=== block 1 ===
Fig. 1: block 1, gate families picked out
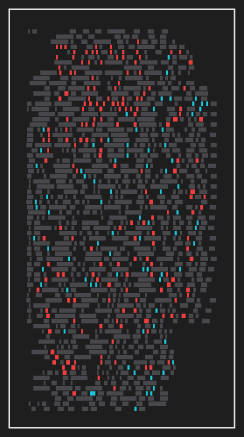

$ cat src/rtl/pipe_pkg.sv
// Shared definitions for the scrolling pipe field: state encodings, LFSR taps
// and default field geometry.
package pipe_pkg;

    typedef enum logic [1:0] {
        ST_IDLE = 2'd0,
        ST_RUN  = 2'd1,
        ST_OVER = 2'd2
    } state_e;

    // Galois form of x^16 + x^14 + x^13 + x^11 + 1, shifting right.
    localparam logic [15:0] LFSR_TAPS = 16'hB400;

    localparam int unsigned DEFAULT_CNT_BITS = 10;
    localparam int unsigned DEFAULT_SLOTS    = 5;
    localparam int unsigned DEFAULT_SPACING  = 107;
    localparam int unsigned DEFAULT_PIPE_W   = 26;
    localparam int unsigned DEFAULT_SCREEN_H = 240;
    localparam int unsigned DEFAULT_LEN_MIN  = 10;
    localparam int unsigned DEFAULT_LEN_MAX  = 140;
    localparam int unsigned DEFAULT_GAP_MIN  = 50;
    localparam int unsigned DEFAULT_GAP_MAX  = 70;
    localparam int unsigned DEFAULT_LEN      = 60;
    localparam int unsigned DEFAULT_GAP      = 60;
    localparam int unsigned DEFAULT_BIRD_X   = 40;
    localparam int unsigned DEFAULT_BIRD_W   = 12;
    localparam int unsigned DEFAULT_SCORE_W  = 14;
    localparam logic [15:0] DEFAULT_SEED     = 16'hACE1;

    function automatic logic [15:0] lfsr_next(input logic [15:0] v);
        return v[0] ? ((v >> 1) ^ LFSR_TAPS) : (v >> 1);
    endfunction

endpackage

$ cat src/rtl/lfsr16.sv
// Free-running 16-bit Galois LFSR with asynchronous active-high reset to SEED.
module lfsr16
    import pipe_pkg::*;
#(
    parameter logic [15:0] SEED = DEFAULT_SEED
) (
    input  logic        i_clk,
    input  logic        i_rst,
    output logic [15:0] o_value
);

    logic [15:0] r_lfsr;

    always_ff @(posedge i_clk or posedge i_rst) begin
        if (i_rst) begin
            r_lfsr <= SEED;
        end else begin
            r_lfsr <= lfsr_next(r_lfsr);
        end
    end

    assign o_value = r_lfsr;

endmodule

$ cat src/rtl/pipe_field_gen.sv
// Scrolling obstacle field: slot geometry, random pipe generation on wrap,
// pass counting and bird/pipe collision detection, all on the scroll tick.
module pipe_field_gen
    import pipe_pkg::*;
#(
    parameter int unsigned CNT_BITS_N = DEFAULT_CNT_BITS,
    parameter int unsigned SLOTS      = DEFAULT_SLOTS,
    parameter int unsigned SPACING    = DEFAULT_SPACING,
    parameter int unsigned PIPE_W     = DEFAULT_PIPE_W,
    parameter int unsigned SCREEN_H   = DEFAULT_SCREEN_H,
    parameter int unsigned LEN_MIN    = DEFAULT_LEN_MIN,
    parameter int unsigned LEN_MAX    = DEFAULT_LEN_MAX,
    parameter int unsigned GAP_MIN    = DEFAULT_GAP_MIN,
    parameter int unsigned GAP_MAX    = DEFAULT_GAP_MAX,
    parameter int unsigned DEF_LEN    = DEFAULT_LEN,
    parameter int unsigned DEF_GAP    = DEFAULT_GAP,
    parameter int unsigned BIRD_X     = DEFAULT_BIRD_X,
    parameter int unsigned BIRD_W     = DEFAULT_BIRD_W,
    parameter int unsigned SCORE_BITS = DEFAULT_SCORE_W,
    parameter logic [15:0] LFSR_SEED  = DEFAULT_SEED
) (
    input  logic                          rst,
    input  logic                          clk_scroll,
    input  logic                          start,
    input  logic                          pause,
    input  logic [2:0]                    speed,
    input  logic [CNT_BITS_N-1:0]         bird_y,
    input  logic [CNT_BITS_N-1:0]         bird_h,
    output logic [CNT_BITS_N-1:0]         pos,
    output logic [SLOTS*CNT_BITS_N-1:0]   slot_len,
    output logic [SLOTS*CNT_BITS_N-1:0]   slot_gap,
    output logic [SCORE_BITS-1:0]         score,
    output logic                          pass_pulse,
    output logic                          hit,
    output logic [1:0]                    state
);

    localparam int unsigned GW      = CNT_BITS_N + 2;
    localparam int unsigned LEN_MOD = LEN_MAX - LEN_MIN + 1;
    localparam int unsigned GAP_MOD = GAP_MAX - GAP_MIN + 1;

    typedef logic [GW-1:0]         geo_t;
    typedef logic [CNT_BITS_N-1:0] cnt_t;

    logic [15:0] w_lfsr;
    logic        w_lfsr_unused;

    state_e                r_state, w_state_nxt;
    cnt_t                  r_pos, w_pos_nxt;
    cnt_t                  r_len [SLOTS];
    cnt_t                  r_gap [SLOTS];
    cnt_t                  w_len_nxt [SLOTS];
    cnt_t                  w_gap_nxt [SLOTS];
    logic [SLOTS-1:0]      r_passed, w_passed_nxt, w_passed_tmp;
    logic [SCORE_BITS-1:0] r_score, w_score_nxt;
    logic                  r_pulse, w_pulse_nxt;
    logic                  r_hit, w_hit_nxt;

    geo_t             w_x [SLOTS];
    geo_t             w_bird_bot;
    logic [SLOTS-1:0] w_pass_cand, w_pass_sel, w_overlap, w_vert;
    logic             w_pass_any, w_hit_now, w_wrap, w_step;
    cnt_t             w_speed, w_new_len, w_new_gap;

    lfsr16 #(
        .SEED (LFSR_SEED)
    ) u_lfsr (
        .i_clk   (clk_scroll),
        .i_rst   (rst),
        .o_value (w_lfsr)
    );

    assign w_lfsr_unused = ^w_lfsr[15:12];

    assign w_speed    = cnt_t'(speed);
    assign w_step     = !pause && (speed != 3'd0);
    assign w_wrap     = r_pos < w_speed;
    assign w_bird_bot = geo_t'(bird_y) + geo_t'(bird_h);
    assign w_new_len  = cnt_t'(32'(LEN_MIN) + 32'(w_lfsr[7:0]) % 32'(LEN_MOD));
    assign w_new_gap  = cnt_t'(32'(GAP_MIN) + 32'(w_lfsr[11:8]) % 32'(GAP_MOD));

    // Per-slot geometry tests, all on the current (pre-step) position.
    always_comb begin
        w_pass_cand = '0;
        w_overlap   = '0;
        w_vert      = '0;
        for (int k = 0; k < SLOTS; k++) begin
            w_x[k] = geo_t'(r_pos) + geo_t'(k * SPACING);
            w_pass_cand[k] = !r_passed[k] && (w_x[k] + geo_t'(PIPE_W) < geo_t'(BIRD_X));
            w_overlap[k] = (w_x[k] < geo_t'(BIRD_X + BIRD_W)) &&
                           (w_x[k] + geo_t'(PIPE_W) > geo_t'(BIRD_X));
            w_vert[k] = (geo_t'(bird_y) < geo_t'(r_len[k])) ||
                        (w_bird_bot > geo_t'(r_len[k]) + geo_t'(r_gap[k]));
        end
    end

    // Isolate the lowest candidate so at most one pass is counted per tick.
    assign w_pass_sel = w_pass_cand & (~w_pass_cand + SLOTS'(1));
    assign w_pass_any = |w_pass_cand;
    assign w_hit_now  = (|(w_overlap & w_vert)) || (w_bird_bot >= geo_t'(SCREEN_H));

    always_comb begin
        w_state_nxt  = r_state;
        w_pos_nxt    = r_pos;
        w_len_nxt    = r_len;
        w_gap_nxt    = r_gap;
        w_passed_nxt = r_passed;
        w_passed_tmp = r_passed | w_pass_sel;
        w_score_nxt  = r_score;
        w_pulse_nxt  = 1'b0;
        w_hit_nxt    = r_hit;

        unique case (r_state)
            ST_IDLE, ST_OVER: begin
                if (start) begin
                    w_state_nxt  = ST_RUN;
                    w_pos_nxt    = cnt_t'(SPACING - 1);
                    w_passed_nxt = '0;
                    w_score_nxt  = '0;
                    w_hit_nxt    = 1'b0;
                    for (int k = 0; k < SLOTS; k++) begin
                        w_len_nxt[k] = cnt_t'(DEF_LEN);
                        w_gap_nxt[k] = cnt_t'(DEF_GAP);
                    end
                end
            end
            ST_RUN: begin
                if (w_step) begin
                    if (w_pass_any) begin
                        w_score_nxt = r_score + SCORE_BITS'(1);
                        w_pulse_nxt = 1'b1;
                    end
                    if (w_hit_now) begin
                        w_hit_nxt   = 1'b1;
                        w_state_nxt = ST_OVER;
                    end
                    if (w_wrap) begin
                        w_pos_nxt = cnt_t'(geo_t'(r_pos) + geo_t'(SPACING) - geo_t'(speed));
                        for (int k = 0; k < SLOTS - 1; k++) begin
                            w_len_nxt[k] = r_len[k+1];
                            w_gap_nxt[k] = r_gap[k+1];
                        end
                        w_len_nxt[SLOTS-1] = w_new_len;
                        w_gap_nxt[SLOTS-1] = w_new_gap;
                        w_passed_nxt       = {1'b0, w_passed_tmp[SLOTS-1:1]};
                    end else begin
                        w_pos_nxt    = r_pos - w_speed;
                        w_passed_nxt = w_passed_tmp;
                    end
                end
            end
            default: w_state_nxt = ST_IDLE;
        endcase
    end

    always_ff @(posedge clk_scroll or posedge rst) begin
        if (rst) begin
            r_state  <= ST_IDLE;
            r_pos    <= cnt_t'(SPACING - 1);
            r_passed <= '0;
            r_score  <= '0;
            r_pulse  <= 1'b0;
            r_hit    <= 1'b0;
            for (int k = 0; k < SLOTS; k++) begin
                r_len[k] <= cnt_t'(DEF_LEN);
                r_gap[k] <= cnt_t'(DEF_GAP);
            end
        end else begin
            r_state  <= w_state_nxt;
            r_pos    <= w_pos_nxt;
            r_passed <= w_passed_nxt;
            r_score  <= w_score_nxt;
            r_pulse  <= w_pulse_nxt;
            r_hit    <= w_hit_nxt;
            r_len    <= w_len_nxt;
            r_gap    <= w_gap_nxt;
        end
    end

    always_comb begin
        slot_len = '0;
        slot_gap = '0;
        for (int k = 0; k < SLOTS; k++) begin
            slot_len[k*CNT_BITS_N +: CNT_BITS_N] = r_len[k];
            slot_gap[k*CNT_BITS_N +: CNT_BITS_N] = r_gap[k];
        end
    end

    assign pos        = r_pos;
    assign score      = r_score;
    assign pass_pulse = r_pulse;
    assign hit        = r_hit;
    assign state      = r_state;

endmodule

$ cat config.mk
export PLATFORM = sky130hd
export DESIGN_NAME = pipe_field_gen
export DESIGN_NICKNAME = d
export VERILOG_FILES = /design/src/rtl/pipe_pkg.sv /design/src/rtl/lfsr16.sv /design/src/rtl/pipe_field_gen.sv
export SDC_FILE = /design/constraint.sdc
export NUM_CORES = 1
export LEC_CHECK = 0
export CELL_PAD_IN_SITES_DETAIL_PLACEMENT = 1
export CELL_PAD_IN_SITES_GLOBAL_PLACEMENT = 1
export CORE_ASPECT_RATIO = 2
export CORE_MARGIN = 8
export CORE_UTILIZATION = 40
export DETAILED_ROUTE_END_ITERATION = 12
export GPL_TIMING_DRIVEN = 0
export PLACE_DENSITY = 0.79
export SETUP_SLACK_MARGIN = 0.05
export SYNTH_ARGS = -nofsm -noshare
export SYNTH_HDL_FRONTEND = slang
export SYNTH_SLANG_ARGS = --single-unit
$ cat constraint.sdc
create_clock -name clk_scroll -period 5.75 [get_ports clk_scroll]
set_input_delay 1.4375 -clock clk_scroll [delete_from_list [all_inputs] [get_ports clk_scroll]]
set_output_delay 1.4375 -clock clk_scroll [all_outputs]
set_load 0.02 [all_outputs]
=== block 2 ===
## config.mk

```make
export PLATFORM = sky130hd
export DESIGN_NAME = fetch_seq_flat
export DESIGN_NICKNAME = d
export VERILOG_FILES = /design/src/rtl/fetch_seq_if.sv /design/src/rtl/fetch_seq.sv /design/src/flat_wrapper.sv
export SDC_FILE = /design/constraint.sdc
export NUM_CORES = 1
export LEC_CHECK = 0
export ABC_CLOCK_PERIOD_IN_PS = 5800
export CAP_MARGIN = 15
export CORE_MARGIN = 1.5
export CORE_UTILIZATION = 55
export CTS_BUF_LIST = sky130_fd_sc_hd__clkbuf_2
export DETAILED_ROUTE_END_ITERATION = 8
export PLACE_DENSITY = 0.93
export SLEW_MARGIN = 5
export SYNTH_ARGS = -nofsm -noshare
export SYNTH_HDL_FRONTEND = slang
export SYNTH_SLANG_ARGS = --single-unit
export TNS_END_PERCENT = 1
```

## constraint.sdc

```tcl
create_clock -name clk -period 5.8 [get_ports clk]
set_input_delay 0.58 -clock clk [delete_from_list [all_inputs] [get_ports clk]]
set_output_delay 0.58 -clock clk [all_outputs]
set_load 0.03 [all_outputs]
```

## src/rtl/fetch_seq_if.sv

```systemverilog
// fetch_seq_if -- bundle of all fetch_seq handshake and bus signals.
//
// master modport : the fetch sequencer (drives the memory request and the
//                  decoded instruction, receives start/pc, memory data and
//                  the execute-stage ready).
// slave modport  : the environment around the sequencer (control, memory
//                  and execute stage seen as one).
//
// Signals
//   start, pc              fetch request and instruction address
//   mem_req, mem_addr      byte read request / address
//   mem_ack, mem_rdata     byte read completion / data
//   instr_valid/ready      decoded-instruction handshake
//   icode, ifun, rA, rB    decoded fields
//   valC, valP             constant and next-pc
//   instr_err, imem_err    invalid encoding / fetch timeout
//   busy                   sequencer not idle
interface fetch_seq_if;
   logic        start;
   logic [63:0] pc;
   logic        mem_req;
   logic [63:0] mem_addr;
   logic        mem_ack;
   logic [7:0]  mem_rdata;
   logic        instr_valid;
   logic        instr_ready;
   logic [3:0]  icode;
   logic [3:0]  ifun;
   logic [3:0]  rA;
   logic [3:0]  rB;
   logic [63:0] valC;
   logic [63:0] valP;
   logic        instr_err;
   logic        imem_err;
   logic        busy;

   modport master (
      input  start, pc, mem_ack, mem_rdata, instr_ready,
      output mem_req, mem_addr, instr_valid, icode, ifun, rA, rB,
             valC, valP, instr_err, imem_err, busy
   );

   modport slave (
      output start, pc, mem_ack, mem_rdata, instr_ready,
      input  mem_req, mem_addr, instr_valid, icode, ifun, rA, rB,
             valC, valP, instr_err, imem_err, busy
   );
endinterface

```

## src/rtl/fetch_seq.sv

```systemverilog
// fetch_seq -- byte-serial instruction fetch and decode sequencer.
//
// On an accepted start the sequencer reads the instruction one byte at a
// time from a byte-wide memory (request held until ack), works out the
// instruction length from the first byte, and once all bytes are in (or a
// byte times out) presents the decoded instruction until the execute stage
// takes it.
//
// Ports
//   clk    in  single clock, rising edge
//   reset  in  synchronous active-high reset
//   bus    fetch_seq_if.master (start/pc in, memory byte bus, decoded
//          instruction out with instr_valid/instr_ready handshake, errors,
//          busy)
//
// Parameter
//   TIMEOUT  cycles without mem_ack tolerated on one byte (1..255)
module fetch_seq #(
   parameter int unsigned TIMEOUT = 16
) (
   input  logic        clk,
   input  logic        reset,
   fetch_seq_if.master bus
);

   typedef enum logic [1:0] {
      IDLE  = 2'd0,
      FETCH = 2'd1,
      HOLD  = 2'd2
   } state_t;

   // Counter value at which the current no-ack cycle is the last one allowed.
   localparam logic [7:0] TMO_LAST = 8'(TIMEOUT - 1);

   function automatic logic [3:0] instr_len(input logic [3:0] ic);
      case (ic)
         4'h2, 4'h6, 4'hA, 4'hB: instr_len = 4'd2;
         4'h7, 4'h8:             instr_len = 4'd9;
         4'h3, 4'h4, 4'h5:       instr_len = 4'd10;
         default:                instr_len = 4'd1;
      endcase
   endfunction

   function automatic logic ifun_bad(input logic [3:0] ic, input logic [3:0] fn);
      case (ic)
         4'h6:       ifun_bad = (fn > 4'd3);
         4'h2, 4'h7: ifun_bad = (fn > 4'd6);
         4'h0, 4'h1, 4'h3, 4'h4, 4'h5, 4'h8, 4'h9, 4'hA, 4'hB:
                     ifun_bad = (fn != 4'd0);
         default:    ifun_bad = 1'b1;
      endcase
   endfunction

   // Control / output registers
   state_t      state_q, state_d;
   logic        mem_req_q, mem_req_d;
   logic [63:0] mem_addr_q, mem_addr_d;
   logic        instr_valid_q, instr_valid_d;
   logic        busy_q, busy_d;
   logic [3:0]  icode_q, icode_d;
   logic [3:0]  ifun_q, ifun_d;
   logic [3:0]  ra_q, ra_d;
   logic [3:0]  rb_q, rb_d;
   logic [63:0] valc_q, valc_d;
   logic [63:0] valp_q, valp_d;
   logic        instr_err_q, instr_err_d;
   logic        imem_err_q, imem_err_d;

   // Datapath registers
   logic [63:0]     pc_q, pc_d;
   logic [9:0][7:0] bytes_q, bytes_d;
   logic [3:0]      idx_q, idx_d;
   logic [7:0]      tcnt_q, tcnt_d;

   logic       fetch_ack;
   logic       last_byte;
   logic       timed_out;
   logic [3:0] idx_inc;

   // Decode of the byte buffer as it will be after this cycle
   logic [3:0]  dec_icode, dec_ifun, dec_len, dec_ra, dec_rb;
   logic        dec_regs;
   logic [63:0] dec_valc, dec_valp;
   logic        dec_err;

   assign fetch_ack = (state_q == FETCH) && bus.mem_ack;
   assign idx_inc   = idx_q + 4'd1;

   always_comb begin
      pc_d    = pc_q;
      bytes_d = bytes_q;
      idx_d   = idx_q;
      tcnt_d  = tcnt_q;
      if (state_q == IDLE && bus.start) begin
         pc_d    = bus.pc;
         bytes_d = '0;
         idx_d   = 4'd0;
         tcnt_d  = 8'd0;
      end else if (state_q == FETCH) begin
         if (bus.mem_ack) begin
            bytes_d[idx_q] = bus.mem_rdata;
            idx_d          = idx_inc;
            tcnt_d         = 8'd0;
         end else begin
            tcnt_d = tcnt_q + 8'd1;
         end
      end
   end

   // Byte 0 of bytes_d is the freshly acked byte on the first ack, so the
   // length is already known when deciding whether that ack was the last.
   assign dec_icode = bytes_d[0][7:4];
   assign dec_ifun  = bytes_d[0][3:0];
   assign dec_len   = instr_len(dec_icode);
   assign dec_regs  = (dec_len == 4'd2) || (dec_len == 4'd10);
   assign dec_ra    = dec_regs ? bytes_d[1][7:4] : 4'hF;
   assign dec_rb    = dec_regs ? bytes_d[1][3:0] : 4'hF;
   assign dec_valc  = (dec_len == 4'd9)  ? bytes_d[8:1] :
                      (dec_len == 4'd10) ? bytes_d[9:2] : 64'd0;
   assign dec_valp  = pc_q + {60'd0, dec_len};
   assign dec_err   = ifun_bad(dec_icode, dec_ifun);

   assign last_byte = fetch_ack && (idx_inc == dec_len);
   assign timed_out = (state_q == FETCH) && !bus.mem_ack && (tcnt_q == TMO_LAST);

   always_comb begin
      state_d       = state_q;
      mem_req_d     = mem_req_q;
      mem_addr_d    = mem_addr_q;
      instr_valid_d = instr_valid_q;
      busy_d        = busy_q;
      icode_d       = icode_q;
      ifun_d        = ifun_q;
      ra_d          = ra_q;
      rb_d          = rb_q;
      valc_d        = valc_q;
      valp_d        = valp_q;
      instr_err_d   = instr_err_q;
      imem_err_d    = imem_err_q;
      case (state_q)
         IDLE: begin
            if (bus.start) begin
               state_d    = FETCH;
               busy_d     = 1'b1;
               mem_req_d  = 1'b1;
               mem_addr_d = bus.pc;
            end
         end
         FETCH: begin
            if (last_byte || timed_out) begin
               state_d       = HOLD;
               mem_req_d     = 1'b0;
               instr_valid_d = 1'b1;
               icode_d       = dec_icode;
               ifun_d        = dec_ifun;
               ra_d          = dec_ra;
               rb_d          = dec_rb;
               valc_d        = dec_valc;
               valp_d        = dec_valp;
               instr_err_d   = dec_err;
               imem_err_d    = timed_out;
            end else if (fetch_ack) begin
               // Next byte is requested back-to-back with the ack.
               mem_addr_d = pc_q + {60'd0, idx_inc};
            end
         end
         HOLD: begin
            if (bus.instr_ready) begin
               state_d       = IDLE;
               instr_valid_d = 1'b0;
               busy_d        = 1'b0;
            end
         end
         default: state_d = IDLE;
      endcase
   end

   always_ff @(posedge clk) begin
      if (reset) begin
         state_q       <= IDLE;
         mem_req_q     <= 1'b0;
         mem_addr_q    <= 64'd0;
         instr_valid_q <= 1'b0;
         busy_q        <= 1'b0;
         icode_q       <= 4'd0;
         ifun_q        <= 4'd0;
         ra_q          <= 4'hF;
         rb_q          <= 4'hF;
         valc_q        <= 64'd0;
         valp_q        <= 64'd0;
         instr_err_q   <= 1'b0;
         imem_err_q    <= 1'b0;
      end else begin
         state_q       <= state_d;
         mem_req_q     <= mem_req_d;
         mem_addr_q    <= mem_addr_d;
         instr_valid_q <= instr_valid_d;
         busy_q        <= busy_d;
         icode_q       <= icode_d;
         ifun_q        <= ifun_d;
         ra_q          <= ra_d;
         rb_q          <= rb_d;
         valc_q        <= valc_d;
         valp_q        <= valp_d;
         instr_err_q   <= instr_err_d;
         imem_err_q    <= imem_err_d;
      end
   end

   // Pure data: always re-initialised when a fetch is accepted.
   always_ff @(posedge clk) begin
      pc_q    <= pc_d;
      bytes_q <= bytes_d;
      idx_q   <= idx_d;
      tcnt_q  <= tcnt_d;
   end

   assign bus.mem_req     = mem_req_q;
   assign bus.mem_addr    = mem_addr_q;
   assign bus.instr_valid = instr_valid_q;
   assign bus.busy        = busy_q;
   assign bus.icode       = icode_q;
   assign bus.ifun        = ifun_q;
   assign bus.rA          = ra_q;
   assign bus.rB          = rb_q;
   assign bus.valC        = valc_q;
   assign bus.valP        = valp_q;
   assign bus.instr_err   = instr_err_q;
   assign bus.imem_err    = imem_err_q;

endmodule

```

## src/flat_wrapper.sv

```systemverilog
// flat-port wrapper written by rule: the top's interface ports become plain ports
module fetch_seq_flat 
#(
   parameter int unsigned TIMEOUT = 16
)
  (clk, reset, bus_start, bus_pc, bus_mem_ack, bus_mem_rdata, bus_instr_ready, bus_mem_req, bus_mem_addr, bus_instr_valid, bus_icode, bus_ifun, bus_rA, bus_rB, bus_valC, bus_valP, bus_instr_err, bus_imem_err, bus_busy);
  fetch_seq_if bus_i ();
  input  logic clk;
  input  logic reset;
  input wire logic [$bits(bus_i.start)-1:0] bus_start;
  input wire logic [$bits(bus_i.pc)-1:0] bus_pc;
  input wire logic [$bits(bus_i.mem_ack)-1:0] bus_mem_ack;
  input wire logic [$bits(bus_i.mem_rdata)-1:0] bus_mem_rdata;
  input wire logic [$bits(bus_i.instr_ready)-1:0] bus_instr_ready;
  output wire logic [$bits(bus_i.mem_req)-1:0] bus_mem_req;
  output wire logic [$bits(bus_i.mem_addr)-1:0] bus_mem_addr;
  output wire logic [$bits(bus_i.instr_valid)-1:0] bus_instr_valid;
  output wire logic [$bits(bus_i.icode)-1:0] bus_icode;
  output wire logic [$bits(bus_i.ifun)-1:0] bus_ifun;
  output wire logic [$bits(bus_i.rA)-1:0] bus_rA;
  output wire logic [$bits(bus_i.rB)-1:0] bus_rB;
  output wire logic [$bits(bus_i.valC)-1:0] bus_valC;
  output wire logic [$bits(bus_i.valP)-1:0] bus_valP;
  output wire logic [$bits(bus_i.instr_err)-1:0] bus_instr_err;
  output wire logic [$bits(bus_i.imem_err)-1:0] bus_imem_err;
  output wire logic [$bits(bus_i.busy)-1:0] bus_busy;
  assign bus_i.start = bus_start;
  assign bus_i.pc = bus_pc;
  assign bus_i.mem_ack = bus_mem_ack;
  assign bus_i.mem_rdata = bus_mem_rdata;
  assign bus_i.instr_ready = bus_instr_ready;
  assign bus_mem_req = bus_i.mem_req;
  assign bus_mem_addr = bus_i.mem_addr;
  assign bus_instr_valid = bus_i.instr_valid;
  assign bus_icode = bus_i.icode;
  assign bus_ifun = bus_i.ifun;
  assign bus_rA = bus_i.rA;
  assign bus_rB = bus_i.rB;
  assign bus_valC = bus_i.valC;
  assign bus_valP = bus_i.valP;
  assign bus_instr_err = bus_i.instr_err;
  assign bus_imem_err = bus_i.imem_err;
  assign bus_busy = bus_i.busy;
  fetch_seq #(.TIMEOUT(TIMEOUT)) u_core (.clk(clk), .reset(reset), .bus(bus_i));
endmodule
```


==> gallery <==
Met1 routing.
Supply wires on this layer in gray.
(a)
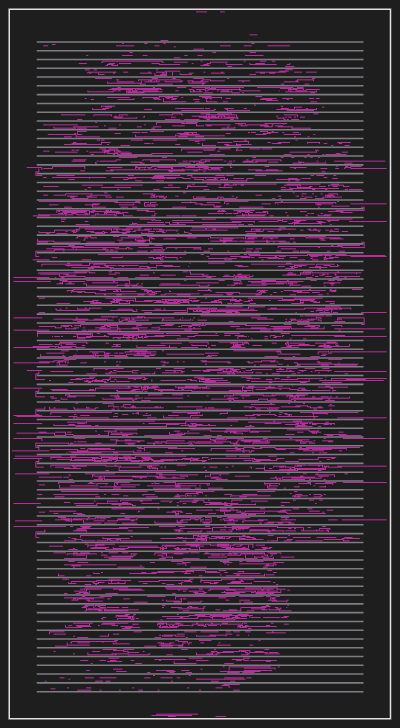
(b)
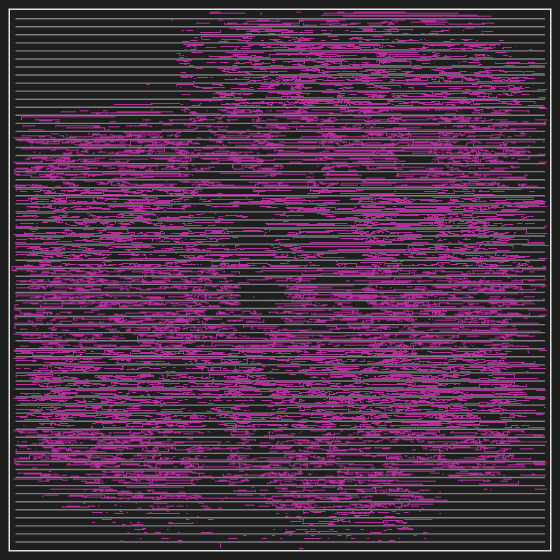
Block 1 is (a).
Block 2 is (b).

Fig. 2: block 2, gate families picked out
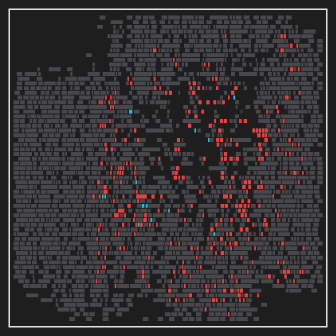
family	color	cells	most used
inv cells	cyan	13	inv_1
nand cells	red	301	nand2_1
Top cell excl fill/tap: dfxtp_1
Post-Layout Cell Count: 2641
logic share of the area: 0.4122

==> results.py, block 2 <==
# Auto-generated metrics
metrics = {
    "power_and_ir_drop": {
        "total_power_mw": 6.313,
        "pg_comb_mw": 1.48,
        "p_comb_frac": 0.235,
    },
    "worst_hold_path": {
        "min_delay_path_depth": 1,
    },
    "logic_synthesis": {
        "logic_family": "AND-OR/OR-AND gates",
    },
    "outcome": {
        "status": "finished clean",
    },
    "routing": {
        "top_layer": "met4",
    },
    "grt": {
        "grt_pass1_wl_um": 91470,
    },
    "placement": {
        "dpl_cell_area_mm2": 0.02059,
    },
    "floorplanning": {
        "die_h_um": 182.5,
        "fp-utilization": 0.5599,
    },
    "sta": {
        "rsz0062_at_grt": "no",
    },
    "critical_path": {
        "endpoint_kind": "flop",
    },
    "finish": {
        "multi_input_comb_cells": 1370,
        "fillers": 2358,
    },
}
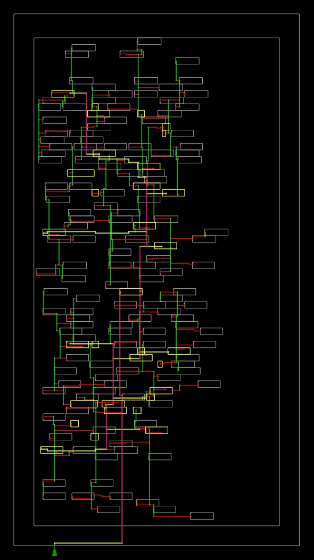
Fig. 3. The clock network (block 1).
Clk power: 1.14 mW
# clk buffers: 18

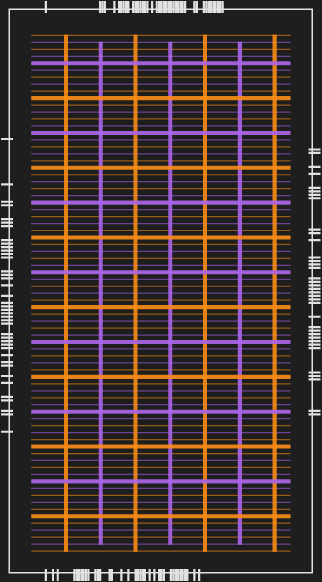
Fig. 4. Floorplan with the power grid (block 1).
Pins as bars on the die edge.
net	color
VDD	purple
VSS	orange
met1 rails	75
met5 straps	14
signal pins	155
rows	74
Die Height: 219.3 um
VDD IR max: 229.7 uV

Notes on Fig. 1 above:
family	color	cells	most used
nand cells	red	176	nand2_1
inv cells	cyan	79	inv_1
Top cell excl fill/tap: clkdlybuf4s50_1
logic share of the area: 0.4061
Post-Layout Cell Count: 1361

==> results.py, block 1 <==
# Auto-generated metrics
metrics = {
    "outcome": {
        "status": "finished clean",
    },
    "finish": {
        "layout.area.top_class": "combinational gates",
        "seq_cells": 134,
        "final-seq-area_mm2": 0.003418,
        "syn2layout_area_growth_pct": 29.20,
        "stdcell_area_mm2": 0.01068,
    },
    "sta": {
        "whs_ps": 360.9,
        "timing.final.crit_share": 0.9112,
        "layout_min_cycle_time_ps": 5239,
    },
    "critical_path": {
        "cp_num_buf_inv": 2,
        "critPathMaxFanout": 3,
        "rr_endpoint": "state[1]$_DFFE_PP0P_",
        "crit_path_end": "state[1]$_DFFE_PP0P_",
    },
    "floorplanning": {
        "fp-utilization": 0.4060,
    },
    "power_and_ir_drop": {
        "p_leak_nw": 4.826,
    },
    "placement": {
        "dpl_cell_area_mm2": 0.01008,
    },
    "grt": {
        "grt_usage": 0.2276,
        "global_route.usage.met2": 0.4440,
        "overflow": 0,
    },
    "logic_synthesis": {
        "ys_sh_adder": 0.1362,
        "yosys_warnings": 0,
        "ys_sh_aoi": 0.1701,
    },
    "routing": {
        "wl_met3_um": 920,
    },
}


==> notes/layouts.md <==
Pictures saved along the way, in no particular order.

Register map, names as in the netlist.
image #1
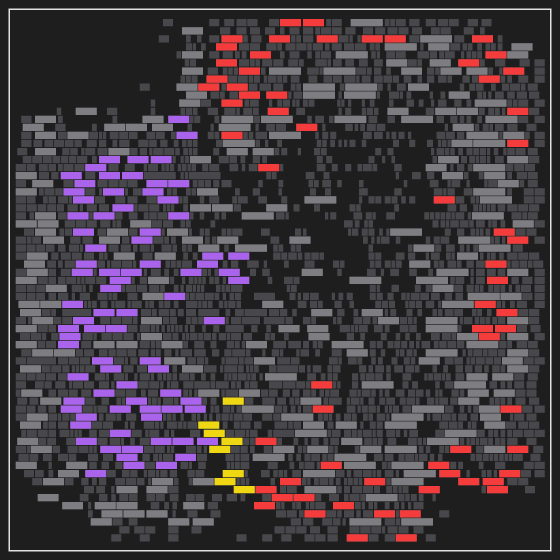
image #2
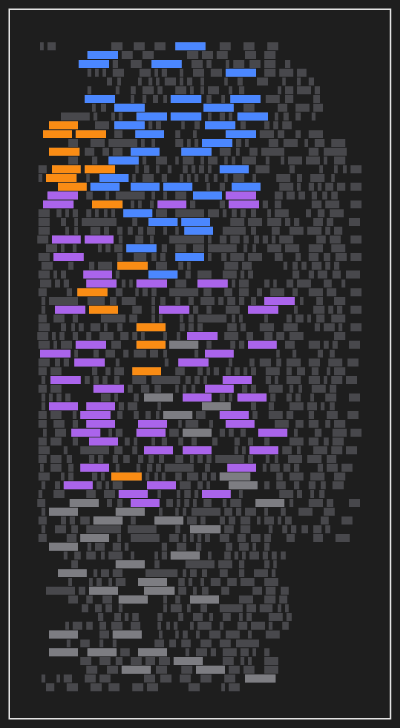
image #1: block 2
image #2: block 1
The one with the most sequential cells is image #1.
The one with the most cells is image #1.

Power figures rest on the tool's default switching activity, not on a simulated workload.
